# ---- block 1 ----
==> src/rtl/aes_pkg.sv <==
// Shared AES loader definitions: key-length encodings, FSM states,
// and the Nk/Nr/key-byte lookups derived from the latched key length.
package aes_pkg;

    typedef enum logic [1:0] {
        KL_128 = 2'd0,
        KL_192 = 2'd1,
        KL_256 = 2'd2,
        KL_BAD = 2'd3
    } key_len_e;

    typedef enum logic [1:0] {
        ST_IDLE      = 2'd0,
        ST_LOAD_KEY  = 2'd1,
        ST_LOAD_DATA = 2'd2,
        ST_PRESENT   = 2'd3
    } state_e;

    localparam int KEY_BYTES_128 = 16;
    localparam int KEY_BYTES_192 = 24;
    localparam int KEY_BYTES_256 = 32;
    localparam int DATA_BYTES    = 16;

    // Number of 32-bit key words for a key length code.
    function automatic logic [3:0] nk_of(input logic [1:0] kl);
        case (kl)
            KL_192:  nk_of = 4'd6;
            KL_256:  nk_of = 4'd8;
            default: nk_of = 4'd4;
        endcase
    endfunction

    // Number of AES rounds for a key length code.
    function automatic logic [3:0] nr_of(input logic [1:0] kl);
        case (kl)
            KL_192:  nr_of = 4'd12;
            KL_256:  nr_of = 4'd14;
            default: nr_of = 4'd10;
        endcase
    endfunction

    // Index of the final key byte (byte count minus one) so the compare
    // fits the 5-bit byte counter even for 32-byte keys.
    function automatic logic [4:0] key_last_idx(input logic [1:0] kl);
        case (kl)
            KL_192:  key_last_idx = 5'(KEY_BYTES_192 - 1);
            KL_256:  key_last_idx = 5'(KEY_BYTES_256 - 1);
            default: key_last_idx = 5'(KEY_BYTES_128 - 1);
        endcase
    endfunction

endpackage

==> src/rtl/aes_block_loader.sv <==
// Byte-serial loader for an AES core: collects a 16/24/32-byte key and a
// 16-byte data block MSB-first, then presents them with a valid/ready
// handshake. key_hold at the handshake reuses the key for the next block.
//
// Handshakes: a byte moves when in_valid & in_ready are both high at a
// rising clk edge; a block moves when out_valid & out_ready are both high
// at a rising clk edge. abort wins over both in the same cycle.
module aes_block_loader
    import aes_pkg::*;
#(
    parameter int MAX_NK = 8
) (
    input  logic                  clk,
    input  logic                  rst,
    input  logic                  start,
    input  logic [1:0]            key_len,
    input  logic                  abort,
    input  logic                  in_valid,
    input  logic [7:0]            in_byte,
    output logic                  in_ready,
    input  logic                  key_hold,
    output logic                  out_valid,
    input  logic                  out_ready,
    output logic [127:0]          out_data,
    output logic [32*MAX_NK-1:0]  out_key,
    output logic [3:0]            out_nk,
    output logic [3:0]            out_nr,
    output logic                  busy,
    output logic                  err,
    output state_e                dbg_state
);

    localparam int KEY_W = 32 * MAX_NK;

    state_e           state_q, state_d;
    logic [4:0]       cnt_q, cnt_d;
    logic [KEY_W-1:0] key_q, key_d;
    logic [127:0]     data_q, data_d;
    logic [1:0]       klen_q, klen_d;
    logic             err_q, err_d;
    logic [3:0]       nk_q, nr_q;
    logic             in_ready_q, out_valid_q, busy_q;
    logic             byte_acc;

    assign byte_acc = in_valid & in_ready_q;

    // Next-state, counter and shift-in register updates.
    always_comb begin
        state_d = state_q;
        cnt_d   = cnt_q;
        key_d   = key_q;
        data_d  = data_q;
        klen_d  = klen_q;
        err_d   = 1'b0;
        case (state_q)
            ST_IDLE: begin
                if (start) begin
                    if (key_len == KL_BAD) begin
                        err_d = 1'b1;
                    end else begin
                        state_d = ST_LOAD_KEY;
                        klen_d  = key_len;
                        key_d   = '0;
                        data_d  = '0;
                        cnt_d   = '0;
                    end
                end
            end
            ST_LOAD_KEY: begin
                if (abort) begin
                    state_d = ST_IDLE;
                    cnt_d   = '0;
                end else if (byte_acc) begin
                    // Registers were cleared at start, so OR-ing in the
                    // shifted byte places it at the next lower slot.
                    key_d = key_q | ({in_byte, {(KEY_W-8){1'b0}}} >> {cnt_q, 3'b000});
                    if (cnt_q == key_last_idx(klen_q)) begin
                        state_d = ST_LOAD_DATA;
                        cnt_d   = '0;
                    end else begin
                        cnt_d = cnt_q + 5'd1;
                    end
                end
            end
            ST_LOAD_DATA: begin
                if (abort) begin
                    state_d = ST_IDLE;
                    cnt_d   = '0;
                end else if (byte_acc) begin
                    data_d = data_q | ({in_byte, 120'd0} >> {cnt_q, 3'b000});
                    if (cnt_q == 5'(DATA_BYTES - 1)) begin
                        state_d = ST_PRESENT;
                        cnt_d   = '0;
                    end else begin
                        cnt_d = cnt_q + 5'd1;
                    end
                end
            end
            ST_PRESENT: begin
                if (abort) begin
                    state_d = ST_IDLE;
                end else if (out_ready) begin
                    if (key_hold) begin
                        state_d = ST_LOAD_DATA;
                        data_d  = '0;
                        cnt_d   = '0;
                    end else begin
                        state_d = ST_IDLE;
                    end
                end
            end
            default: state_d = ST_IDLE;
        endcase
    end

    // State register with outputs registered from the next state.
    always_ff @(posedge clk or negedge rst) begin
        if (!rst) begin
            state_q     <= ST_IDLE;
            cnt_q       <= '0;
            key_q       <= '0;
            data_q      <= '0;
            klen_q      <= KL_128;
            err_q       <= 1'b0;
            nk_q        <= 4'd4;
            nr_q        <= 4'd10;
            in_ready_q  <= 1'b0;
            out_valid_q <= 1'b0;
            busy_q      <= 1'b0;
        end else begin
            state_q     <= state_d;
            cnt_q       <= cnt_d;
            key_q       <= key_d;
            data_q      <= data_d;
            klen_q      <= klen_d;
            err_q       <= err_d;
            nk_q        <= nk_of(klen_d);
            nr_q        <= nr_of(klen_d);
            in_ready_q  <= (state_d == ST_LOAD_KEY) || (state_d == ST_LOAD_DATA);
            out_valid_q <= (state_d == ST_PRESENT);
            busy_q      <= (state_d != ST_IDLE);
        end
    end

    assign in_ready  = in_ready_q;
    assign out_valid = out_valid_q;
    assign out_data  = data_q;
    assign out_key   = key_q;
    assign out_nk    = nk_q;
    assign out_nr    = nr_q;
    assign busy      = busy_q;
    assign err       = err_q;
    assign dbg_state = state_q;

endmodule

==> config.mk <==
export PLATFORM = sky130hd
export DESIGN_NAME = aes_block_loader
export DESIGN_NICKNAME = d
export VERILOG_FILES = /design/src/rtl/aes_pkg.sv /design/src/rtl/aes_block_loader.sv
export SDC_FILE = /design/constraint.sdc
export NUM_CORES = 1
export LEC_CHECK = 0
export CAP_MARGIN = 30
export CORE_UTILIZATION = 52
export DETAILED_ROUTE_END_ITERATION = 16
export PLACE_DENSITY_LB_ADDON = 0.2
export SETUP_SLACK_MARGIN = 0.5
export SLEW_MARGIN = 20
export SYNTH_ARGS = -nofsm -noshare
export SYNTH_HDL_FRONTEND = slang
export SYNTH_SLANG_ARGS = --single-unit
==> constraint.sdc <==
create_clock -name clk -period 4.25 [get_ports clk]
set_input_delay 1.0625 -clock clk [delete_from_list [all_inputs] [get_ports clk]]
set_output_delay 1.0625 -clock clk [all_outputs]
set_load 0.02 [all_outputs]
Fig. 1: block 1, M2 wires
Cells faint in the background.
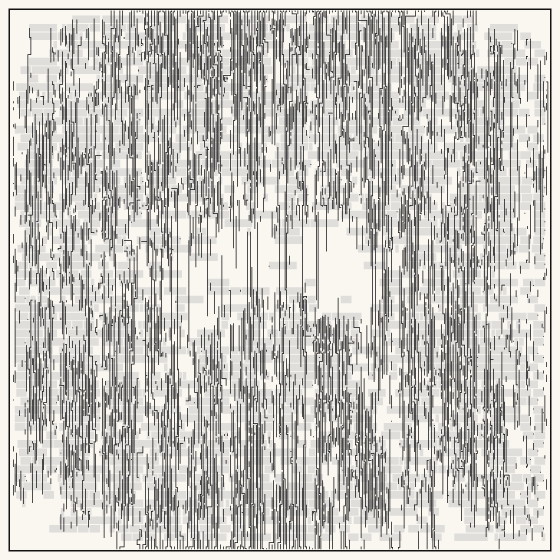
The wires run mostly vertical. The longest straight run is 66.3 um. The layer holds 47% of the routed length. 1605 nets have wire on it.
GRT met2 Usage: 52.7%
vias: 12900
final wirelength: 49900 um

==> run notes <==
yosys + openroad results -> status finished clean, inverter count 16, Comb gates 883, Syn Inst Count 1399, First DRT Iteration DRCs 1276, initial antenna violation count 0, Area growth, synth to finish 39.0%, Synth area leaders dfrtp_1, nor2_1, a21oi_1, Final Max Slew Viols 0, Tot Pwr 0.00947 W, Cell Area, Placed 19800 um^2, crit path DAT 3460 ps, met3 Use GR 7.48%, switching power 0.00282 W, Final WS setup 1210 ps, vias per inst 5.85, CP Launch Type input pin, syn avg cell area 10.9 um^2, Max-Cap Viols 0, CTS Buf Count 40, Setup Fix Bufs, Post-CTS 0, max incr delay on CP 550 ps, delay-heaviest family, CP buffers and inverters, tool warning count 35, fp util 53.0%, first-pass GRT wire length 76800 um, # resized after CTS 0, DR DRC count 0, WL met1 19900 um, share of power burned in registers 42.8%, YS warnings 0, setup TNS 0 ps, Tmin final 3040 ps, die area 29900 um^2, Peak supply drop 0.000395 V, Worst Tran Pin Value 980 ps
Fig. 2: block 1, cell outlines without signal wires
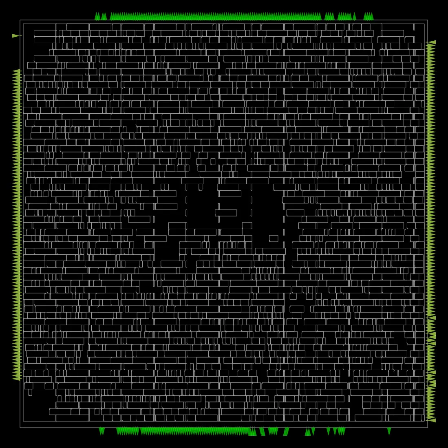
Core ar.: 28700 um^2
Flop Count: 402
Seq area share: 47.6%

## synthesized netlist by cell type (2+ instances only)
library cell,number
o22ai_1,2
a31oi_1,10
clkbuf_1,61
nand2_1,68
buf_1,6
and2_1,2
nand3_1,8
buf_6,3
ha_1,15
buf_4,3
a22o_1,57
or3b_2,2
o21ba_2,2
a32o_1,32
nand4_1,2
dfstp_2,2
nor2b_1,12
nor3_1,4
o21ai_0,36
xor2_1,2
nor2_1,325
inv_1,16
nor3_4,2
dfrtp_1,400
nor3b_1,2
o32ai_1,2
nand2b_1,11
nor3_2,6
conb_1,2
a21oi_1,240
o21ai_1,20
buf_2,26

# ---- block 2 ----
## src/rtl/collision_generator_pkg.sv

```systemverilog
// Shared types and default geometry for the collision generator and the bullet logic.
package collision_pkg;

    typedef enum logic [1:0] {
        ARMED    = 2'd0,
        HIT      = 2'd1,
        COOLDOWN = 2'd2,
        DEAD     = 2'd3
    } coll_state_t;

    localparam int DEF_COORD_W     = 10;
    localparam int DEF_NUM_BULLETS = 4;

endpackage

```

## src/rtl/collision_generator_frame_tick_sync.sv

```systemverilog
// Brings the asynchronous frame strobe into the Clk domain and emits a
// one-cycle pulse per rising edge.
module frame_tick_sync (
    input  logic Clk,
    input  logic Reset,
    input  logic frame_clk,
    output logic frame_tick
);

    logic s1, s2, s3, primed;

    always_ff @(posedge Clk or posedge Reset) begin
        if (Reset) begin
            s1     <= 1'b0;
            s2     <= 1'b0;
            s3     <= 1'b0;
            primed <= 1'b0;
        end else begin
            s1 <= frame_clk;
            s2 <= s1;
            s3 <= s2;
            if (!s2)
                primed <= 1'b1;
        end
    end

    // A strobe level held high straight through reset is not a fresh edge.
    assign frame_tick = s2 & ~s3 & primed;

endmodule

```

## src/rtl/collision_generator.sv

```systemverilog
// Once-per-frame player/bullet overlap test feeding the health tracker with
// one clean collision episode per hit, followed by an invulnerability window.
module collision_generator
    import collision_pkg::*;
#(
    parameter int COORD_W         = DEF_COORD_W,
    parameter int NUM_BULLETS     = DEF_NUM_BULLETS,
    parameter int PLAYER_HALF     = 8,
    parameter int BULLET_HALF     = 2,
    parameter int HOLD_FRAMES     = 2,
    parameter int COOLDOWN_FRAMES = 60,
    localparam int IDX_W          = (NUM_BULLETS > 1) ? $clog2(NUM_BULLETS) : 1
) (
    input  logic                           Clk,
    input  logic                           Reset,
    input  logic                           frame_clk,
    input  logic [COORD_W-1:0]             player_x,
    input  logic [COORD_W-1:0]             player_y,
    input  logic [NUM_BULLETS*COORD_W-1:0] bullet_x,
    input  logic [NUM_BULLETS*COORD_W-1:0] bullet_y,
    input  logic [NUM_BULLETS-1:0]         bullet_active,
    input  logic                           gameEnd,
    output logic                           collision,
    output logic [IDX_W-1:0]               hit_index,
    output logic [NUM_BULLETS-1:0]         bullet_clear,
    output logic                           invuln
);

    localparam int CNT_MAX = (HOLD_FRAMES > COOLDOWN_FRAMES) ? HOLD_FRAMES : COOLDOWN_FRAMES;
    localparam int CNT_W   = $clog2(CNT_MAX + 1);
    localparam logic [COORD_W:0] REACH = (COORD_W+1)'(PLAYER_HALF + BULLET_HALF);

    logic                   frame_tick;
    logic [NUM_BULLETS-1:0] overlap;
    logic                   hit_any;
    logic [IDX_W-1:0]       hit_sel;
    coll_state_t            state;
    logic [CNT_W-1:0]       cnt;

    frame_tick_sync u_sync (
        .Clk        (Clk),
        .Reset      (Reset),
        .frame_clk  (frame_clk),
        .frame_tick (frame_tick)
    );

    // One extra bit keeps the difference signed so screen-edge wrap cannot alias into range.
    for (genvar g = 0; g < NUM_BULLETS; g++) begin : g_slot
        logic signed [COORD_W:0] dx, dy;
        logic        [COORD_W:0] ax, ay;
        assign dx = $signed({1'b0, player_x}) - $signed({1'b0, bullet_x[g*COORD_W +: COORD_W]});
        assign dy = $signed({1'b0, player_y}) - $signed({1'b0, bullet_y[g*COORD_W +: COORD_W]});
        assign ax = dx[COORD_W] ? $unsigned(-dx) : $unsigned(dx);
        assign ay = dy[COORD_W] ? $unsigned(-dy) : $unsigned(dy);
        assign overlap[g] = bullet_active[g] && (ax <= REACH) && (ay <= REACH);
    end

    always_comb begin
        hit_any = 1'b0;
        hit_sel = '0;
        for (int i = NUM_BULLETS - 1; i >= 0; i--) begin
            if (overlap[i]) begin
                hit_any = 1'b1;
                hit_sel = IDX_W'(i);
            end
        end
    end

    always_ff @(posedge Clk or posedge Reset) begin
        if (Reset) begin
            state        <= ARMED;
            cnt          <= '0;
            collision    <= 1'b0;
            invuln       <= 1'b0;
            hit_index    <= '0;
            bullet_clear <= '0;
        end else begin
            bullet_clear <= '0;
            if (gameEnd) begin
                state     <= DEAD;
                cnt       <= '0;
                collision <= 1'b0;
                invuln    <= 1'b0;
                hit_index <= '0;
            end else begin
                case (state)
                    ARMED: begin
                        if (frame_tick && hit_any) begin
                            state        <= HIT;
                            cnt          <= CNT_W'(HOLD_FRAMES);
                            collision    <= 1'b1;
                            invuln       <= 1'b1;
                            hit_index    <= hit_sel;
                            bullet_clear <= NUM_BULLETS'(1) << hit_sel;
                        end
                    end
                    HIT: begin
                        if (frame_tick) begin
                            if (cnt == CNT_W'(1)) begin
                                state     <= COOLDOWN;
                                cnt       <= CNT_W'(COOLDOWN_FRAMES);
                                collision <= 1'b0;
                            end else begin
                                cnt <= cnt - CNT_W'(1);
                            end
                        end
                    end
                    COOLDOWN: begin
                        if (frame_tick) begin
                            if (cnt == CNT_W'(1)) begin
                                state  <= ARMED;
                                cnt    <= '0;
                                invuln <= 1'b0;
                            end else begin
                                cnt <= cnt - CNT_W'(1);
                            end
                        end
                    end
                    default: ;
                endcase
            end
        end
    end

endmodule

```

## config.mk

```make
export PLATFORM = sky130hd
export DESIGN_NAME = collision_generator
export DESIGN_NICKNAME = d
export VERILOG_FILES = /design/src/rtl/collision_generator_pkg.sv /design/src/rtl/collision_generator_frame_tick_sync.sv /design/src/rtl/collision_generator.sv
export SDC_FILE = /design/constraint.sdc
export NUM_CORES = 1
export LEC_CHECK = 0
export CORE_ASPECT_RATIO = 1.2
export CORE_UTILIZATION = 30
export DETAILED_ROUTE_END_ITERATION = 10
export SYNTH_ARGS = -nofsm -noshare
export SYNTH_HDL_FRONTEND = slang
export SYNTH_SLANG_ARGS = --single-unit
```

## constraint.sdc

```tcl
create_clock -name Clk -period 3.6 [get_ports Clk]
set_input_delay 0.72 -clock Clk [delete_from_list [all_inputs] [get_ports Clk]]
set_output_delay 0.72 -clock Clk [all_outputs]
set_load 0.005 [all_outputs]
```

==> run notes <==
yosys + openroad results -> status complete, but fails checks, failing checks negative setup slack, most frequent cells in the layout buf_4, inv_1, clkdlybuf4s50_1, number of enable flip-flop cells 0, Tot GR Track Use 20.7%, Tmin final 4260 ps, root buffer cell clkbuf_16, Final WS setup -664 ps, drt first pass iters 5, WL met1 11400 um, Peak supply drop 0.000134 V, setup TNS -7330 ps, Net Sw Frac 41.7%, yosys xor share 7.09%, met1 usage 25.1%, clock network area share 0.806%, Worst Tran Pin Value 733 ps, die area 24900 um^2, Core ar. 23900 um^2, Tot Pwr 0.00308 W, tool warning count 32, Tapcell Cnt 320, top cells by count inv_1, ha_1, a21oi_1, Biggest Area Class multi-input combinational cells, Final Max Slew Viols 0, Comb gates 846, post-route cell area 13000 um^2, Hold/Removal Path Class flop to flop, Area growth, synth to finish 79.5%, highest routed layer met4, pre-CTS WS -1380 ps, max reg flops 6, yosys stat area 7270 um^2, P_clk 0.000303 W, crit-path max FO 6, Flop Count 20, Static Leakage 5.92 nW, endpoints failing setup 16
[repair_timing]
item                       4_1_cts  5_1_grt
setup endpoints to repair       16       16
buffers inserted                43        8
hold endpoints to repair         0        0
pin swaps                      111       53
gates resized                  234       75
[worst paths after layout]
kind                               from  slack (ps)         to  cells after the start
setup reg to reg               state[0]        1530     cnt[1]                      5
hold reg to reg               u_sync.s1         360  u_sync.s2                      0
hold / removal                u_sync.s1         360  u_sync.s2                      0
max in group asynchronous         Reset        2240     cnt[3]                      2
setup / recovery           bullet_y[24]        -660     cnt[1]                     14
min in group asynchronous         Reset         890  u_sync.s1                      2
Fig. 3: block 2, the metal 3 layer
Bar = 50 um.
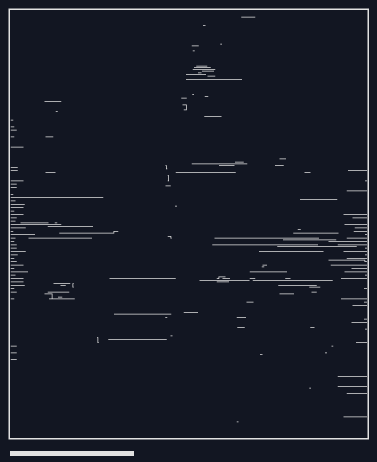
The layer carries 1080 um of wire. The layer holds 4.1% of the routed length.

Fig. 4: block 2, M2 wires
Cells faint in the background.
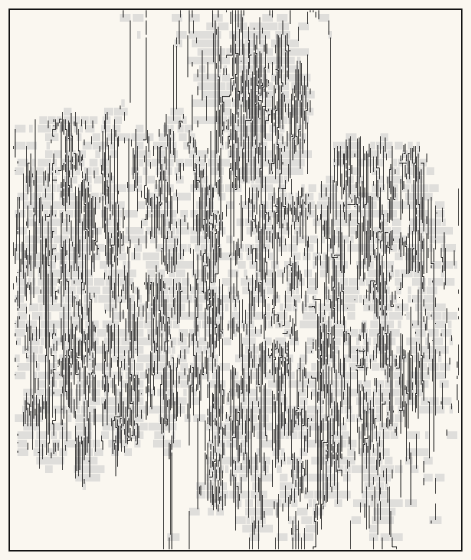
The layer holds 52% of the routed length. The wires run mostly vertical. The longest straight run is 60.0 um. The layer carries 13700 um of wire.
vias: 9416
GRT met2 Usage: 38.4%
final wirelength: 26700 um

Fig. 5: block 2, placement by cell class
Fill, decap, tap and diode cells in grey.
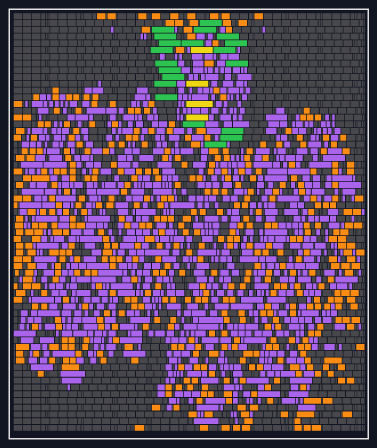
Key: flip-flops = green [cells 20, share of their area 4.0%]; clock drivers and dummy loads = yellow [cells 4, share of their area 0.83%]; other buffers and delay cells = orange [cells 491, share of their area 32%]; all other logic = purple [cells 952, share of their area 63%]
Seq area share: 3.84%
Final Util: 54.6%


# ---- block 3 ----
Fig. 6: block 3, M2 wires
Cells faint in the background.
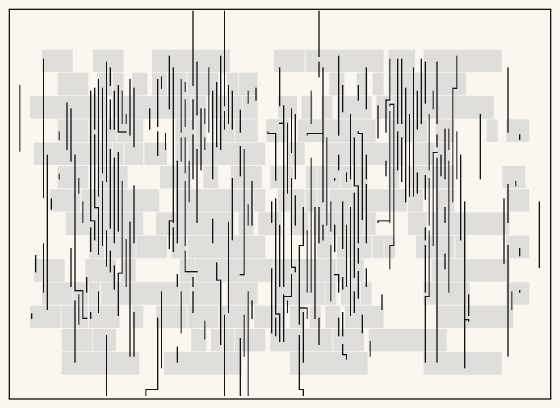
Fig. 7: block 3, cell outlines without signal wires
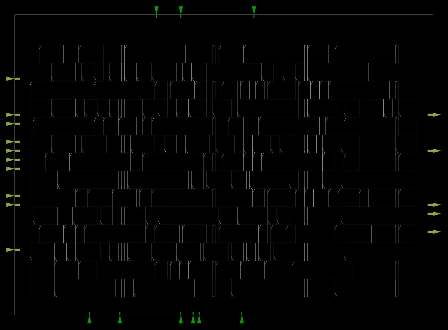
Fig. 8: block 3, placement by cell class
Fill, decap, tap and diode cells in grey.
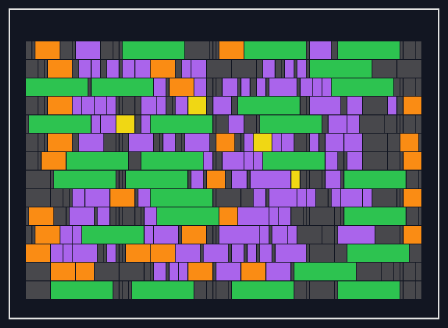
--- src/rtl/serial_word_comparator.sv ---
// Serial unsigned magnitude comparator: evaluates 2-bit slices MSB-first.
// Optional macro SERIAL_CMP_EARLY_EXIT_EN stops at the first unequal slice.
//   state     | meaning
//   S_IDLE    | waiting for start, operands captured on the accepting edge
//   S_COMPARE | one slice per cycle, operands shifted left by 2 each step
//   S_DONE    | first cycle settles, second cycle pulses done
module serial_word_comparator #(
    parameter int WIDTH = 8
) (
    input  logic             clk,
    input  logic             rst_n,
    input  logic             start,
    input  logic [WIDTH-1:0] in1,
    input  logic [WIDTH-1:0] in2,
    output logic             busy,
    output logic             done,
    output logic             Greater,
    output logic             Equal,
    output logic             Less
);
    localparam int NSL   = WIDTH / 2;
    localparam int IDX_W = (NSL > 1) ? $clog2(NSL) : 1;
    localparam logic [IDX_W-1:0] IDX_TOP = IDX_W'(NSL - 1);

    typedef enum logic [1:0] {S_IDLE, S_COMPARE, S_DONE} state_t;

    state_t           r_state;
    logic [WIDTH-1:0] r_a;
    logic [WIDTH-1:0] r_b;
    logic [IDX_W-1:0] r_idx;
    logic             r_found;
    logic             r_gt;
    logic             r_busy;
    logic             r_done;
    logic             r_greater;
    logic             r_equal;
    logic             r_less;

    logic [1:0] w_sa;
    logic [1:0] w_sb;
    logic       w_slice_ne;
    logic       w_slice_gt;
    logic       w_found_final;
    logic       w_gt_final;
    logic       w_last;

    assign w_sa          = r_a[WIDTH-1 -: 2];
    assign w_sb          = r_b[WIDTH-1 -: 2];
    assign w_slice_ne    = (w_sa != w_sb);
    assign w_slice_gt    = (w_sa > w_sb);
    // the first unequal slice decides; later slices cannot change the verdict
    assign w_found_final = r_found | w_slice_ne;
    assign w_gt_final    = r_found ? r_gt : w_slice_gt;
`ifdef SERIAL_CMP_EARLY_EXIT_EN
    assign w_last        = (r_idx == '0) | w_slice_ne;
`else
    assign w_last        = (r_idx == '0);
`endif

    always_ff @(posedge clk or negedge rst_n) begin
        if (!rst_n) begin
            r_state   <= S_IDLE;
            r_a       <= '0;
            r_b       <= '0;
            r_idx     <= '0;
            r_found   <= 1'b0;
            r_gt      <= 1'b0;
            r_busy    <= 1'b0;
            r_done    <= 1'b0;
            r_greater <= 1'b0;
            r_equal   <= 1'b0;
            r_less    <= 1'b0;
        end else begin
            case (r_state)
                S_IDLE: begin
                    r_done <= 1'b0;
                    if (start) begin
                        r_a     <= in1;
                        r_b     <= in2;
                        r_idx   <= IDX_TOP;
                        r_found <= 1'b0;
                        r_gt    <= 1'b0;
                        r_busy  <= 1'b1;
                        r_state <= S_COMPARE;
                    end
                end
                S_COMPARE: begin
                    if (w_last) begin
                        r_greater <= w_found_final & w_gt_final;
                        r_less    <= w_found_final & ~w_gt_final;
                        r_equal   <= ~w_found_final;
                        r_state   <= S_DONE;
                    end else begin
                        r_idx   <= r_idx - 1'b1;
                        r_a     <= r_a << 2;
                        r_b     <= r_b << 2;
                        r_found <= w_found_final;
                        r_gt    <= w_gt_final;
                    end
                end
                S_DONE: begin
                    if (!r_done) begin
                        r_done <= 1'b1;
                    end else begin
                        r_done  <= 1'b0;
                        r_busy  <= 1'b0;
                        r_state <= S_IDLE;
                    end
                end
                default: begin
                    r_done  <= 1'b0;
                    r_busy  <= 1'b0;
                    r_state <= S_IDLE;
                end
            endcase
        end
    end

    assign busy    = r_busy;
    assign done    = r_done;
    assign Greater = r_greater;
    assign Equal   = r_equal;
    assign Less    = r_less;

endmodule

--- config.mk ---
export PLATFORM = sky130hd
export DESIGN_NAME = serial_word_comparator
export DESIGN_NICKNAME = d
export VERILOG_FILES = /design/src/rtl/serial_word_comparator.sv
export SDC_FILE = /design/constraint.sdc
export NUM_CORES = 1
export LEC_CHECK = 0
export CORE_ASPECT_RATIO = 0.7
export CORE_MARGIN = 2
export CORE_UTILIZATION = 55
export DETAILED_ROUTE_END_ITERATION = 8
export HOLD_SLACK_MARGIN = 0.12
export PLACE_DENSITY = 0.83
export SLEW_MARGIN = 30
export SYNTH_ARGS = -nofsm -noshare
export SYNTH_HDL_FRONTEND = slang
export SYNTH_SLANG_ARGS = --single-unit
--- constraint.sdc ---
create_clock -name clk -period 2.2 [get_ports clk]
set_input_delay 0.33 -clock clk [delete_from_list [all_inputs] [get_ports clk]]
set_output_delay 0.33 -clock clk [all_outputs]
set_load 0.1 [all_outputs]
==> run notes <==
yosys + openroad results -> status finished clean, WL met2 1350 um, dominant synthesized flop cell dfrtp_1, R2R cell count 7, Tot Pwr 0.00265 W, Peak supply drop 0.000726 V, clock tree buffer depth 2, Final Cycle Share 75.4%, First DRT Iteration DRCs 71, crit path cell chain inv_1, ha_1, nand2b_1, a21oi_4, buf_4, nor2_1, a21oi_1, number of enable flip-flop cells 0, Synth area leader dfrtp_1, tool warning count 26, met3 Use GR 4.95%, vias in the first global route 1069, worst setup path end r_a[3], fillers 178, Final Util 71.9%, synthesized cell area 1350 um^2, # H-tree levels 1, layout net count 179, logic area 581 um^2, vias per inst 5.25, delay-heaviest family, CP flip-flops, Comb gates 90, Signal buf overhead 15.5%, clk slew on worst S/H paths 140 ps, Final Max Slew Viols 0, WL met1 1160 um, simple-gate share of the synthesized area 13.1%, Largest logic family AND-OR/OR-AND gates, Synth area leaders dfrtp_1, mux2i_1, a21oi_1, AO/OA Area Share 15.5%, Cell Area, Placed 1570 um^2
## Picture notes: Fig. 6
The layer carries 1350 um of wire. The layer holds 52% of the routed length. The wires run mostly vertical.

## Picture notes: Fig. 7
Seq area share: 42.2%
Flop Count: 27
Tapcell Cnt: 32
Post-Layout Cell Count: 188

## Picture notes: Fig. 8
Key: clock drivers and dummy loads = yellow [cells 4, share of their area 1.7%]; all other logic = purple [cells 98, share of their area 39%]; flip-flops = green [cells 27, share of their area 43%]; other buffers and delay cells = orange [cells 27, share of their area 16%]

[report_power, final]
| part | leakage [nW] | switching [W] | internal [W] |
|---|---|---|---|
| clock network | 0.0150 | 0.000138 | 0.0000710 |
| logic | 0.427 | 0.000919 | 0.000581 |
| registers | 0.322 | 0.000197 | 0.000740 |
| total | 0.764 | 0.00125 | 0.00139 |
[state kept, by name, indices dropped and copies added, names as in the netlist]
| name | cells |
|---|---|
| r_a | 8 |
| r_b | 8 |
| r_idx | 2 |
| r_state | 2 |
| Equal | 1 |
| Greater | 1 |
| Less | 1 |
| busy | 1 |
| done | 1 |
| r_found | 1 |
| r_gt | 1 |


==> notes/layouts.md <==
Pictures saved along the way, in no particular order.

Port wiring.
picture 1
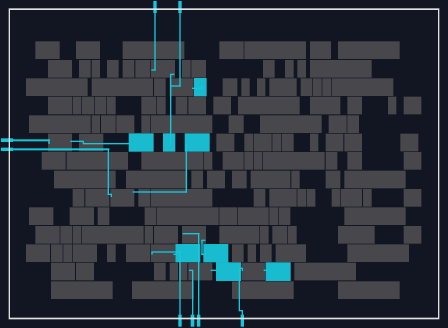
picture 2
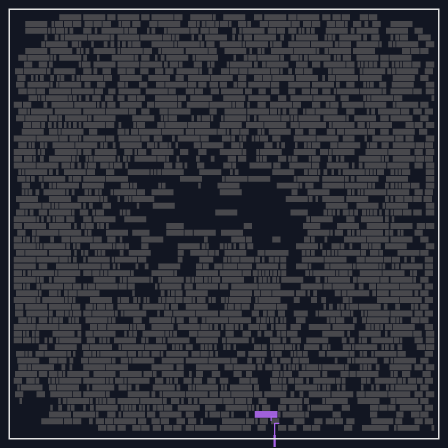
picture 3
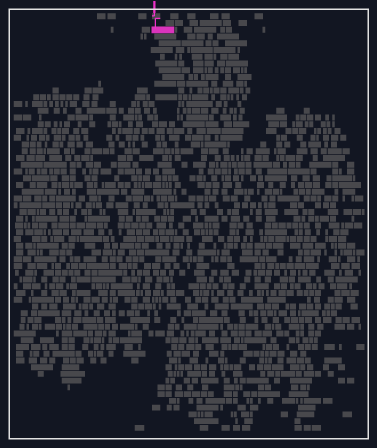
Block 2 is picture 3.
Block 3 is picture 1.
Block 1 is picture 2.
The one with the fewest cells is picture 1.
The one with the most cells is picture 2.

Key to picture 1:
Key: in2 = cyan [bits 8, direction input, edge 4 south, 2 north, 2 west, end cells 8, buffers 8, wire 134 um]

Power is estimated from default activity; no workload was simulated.
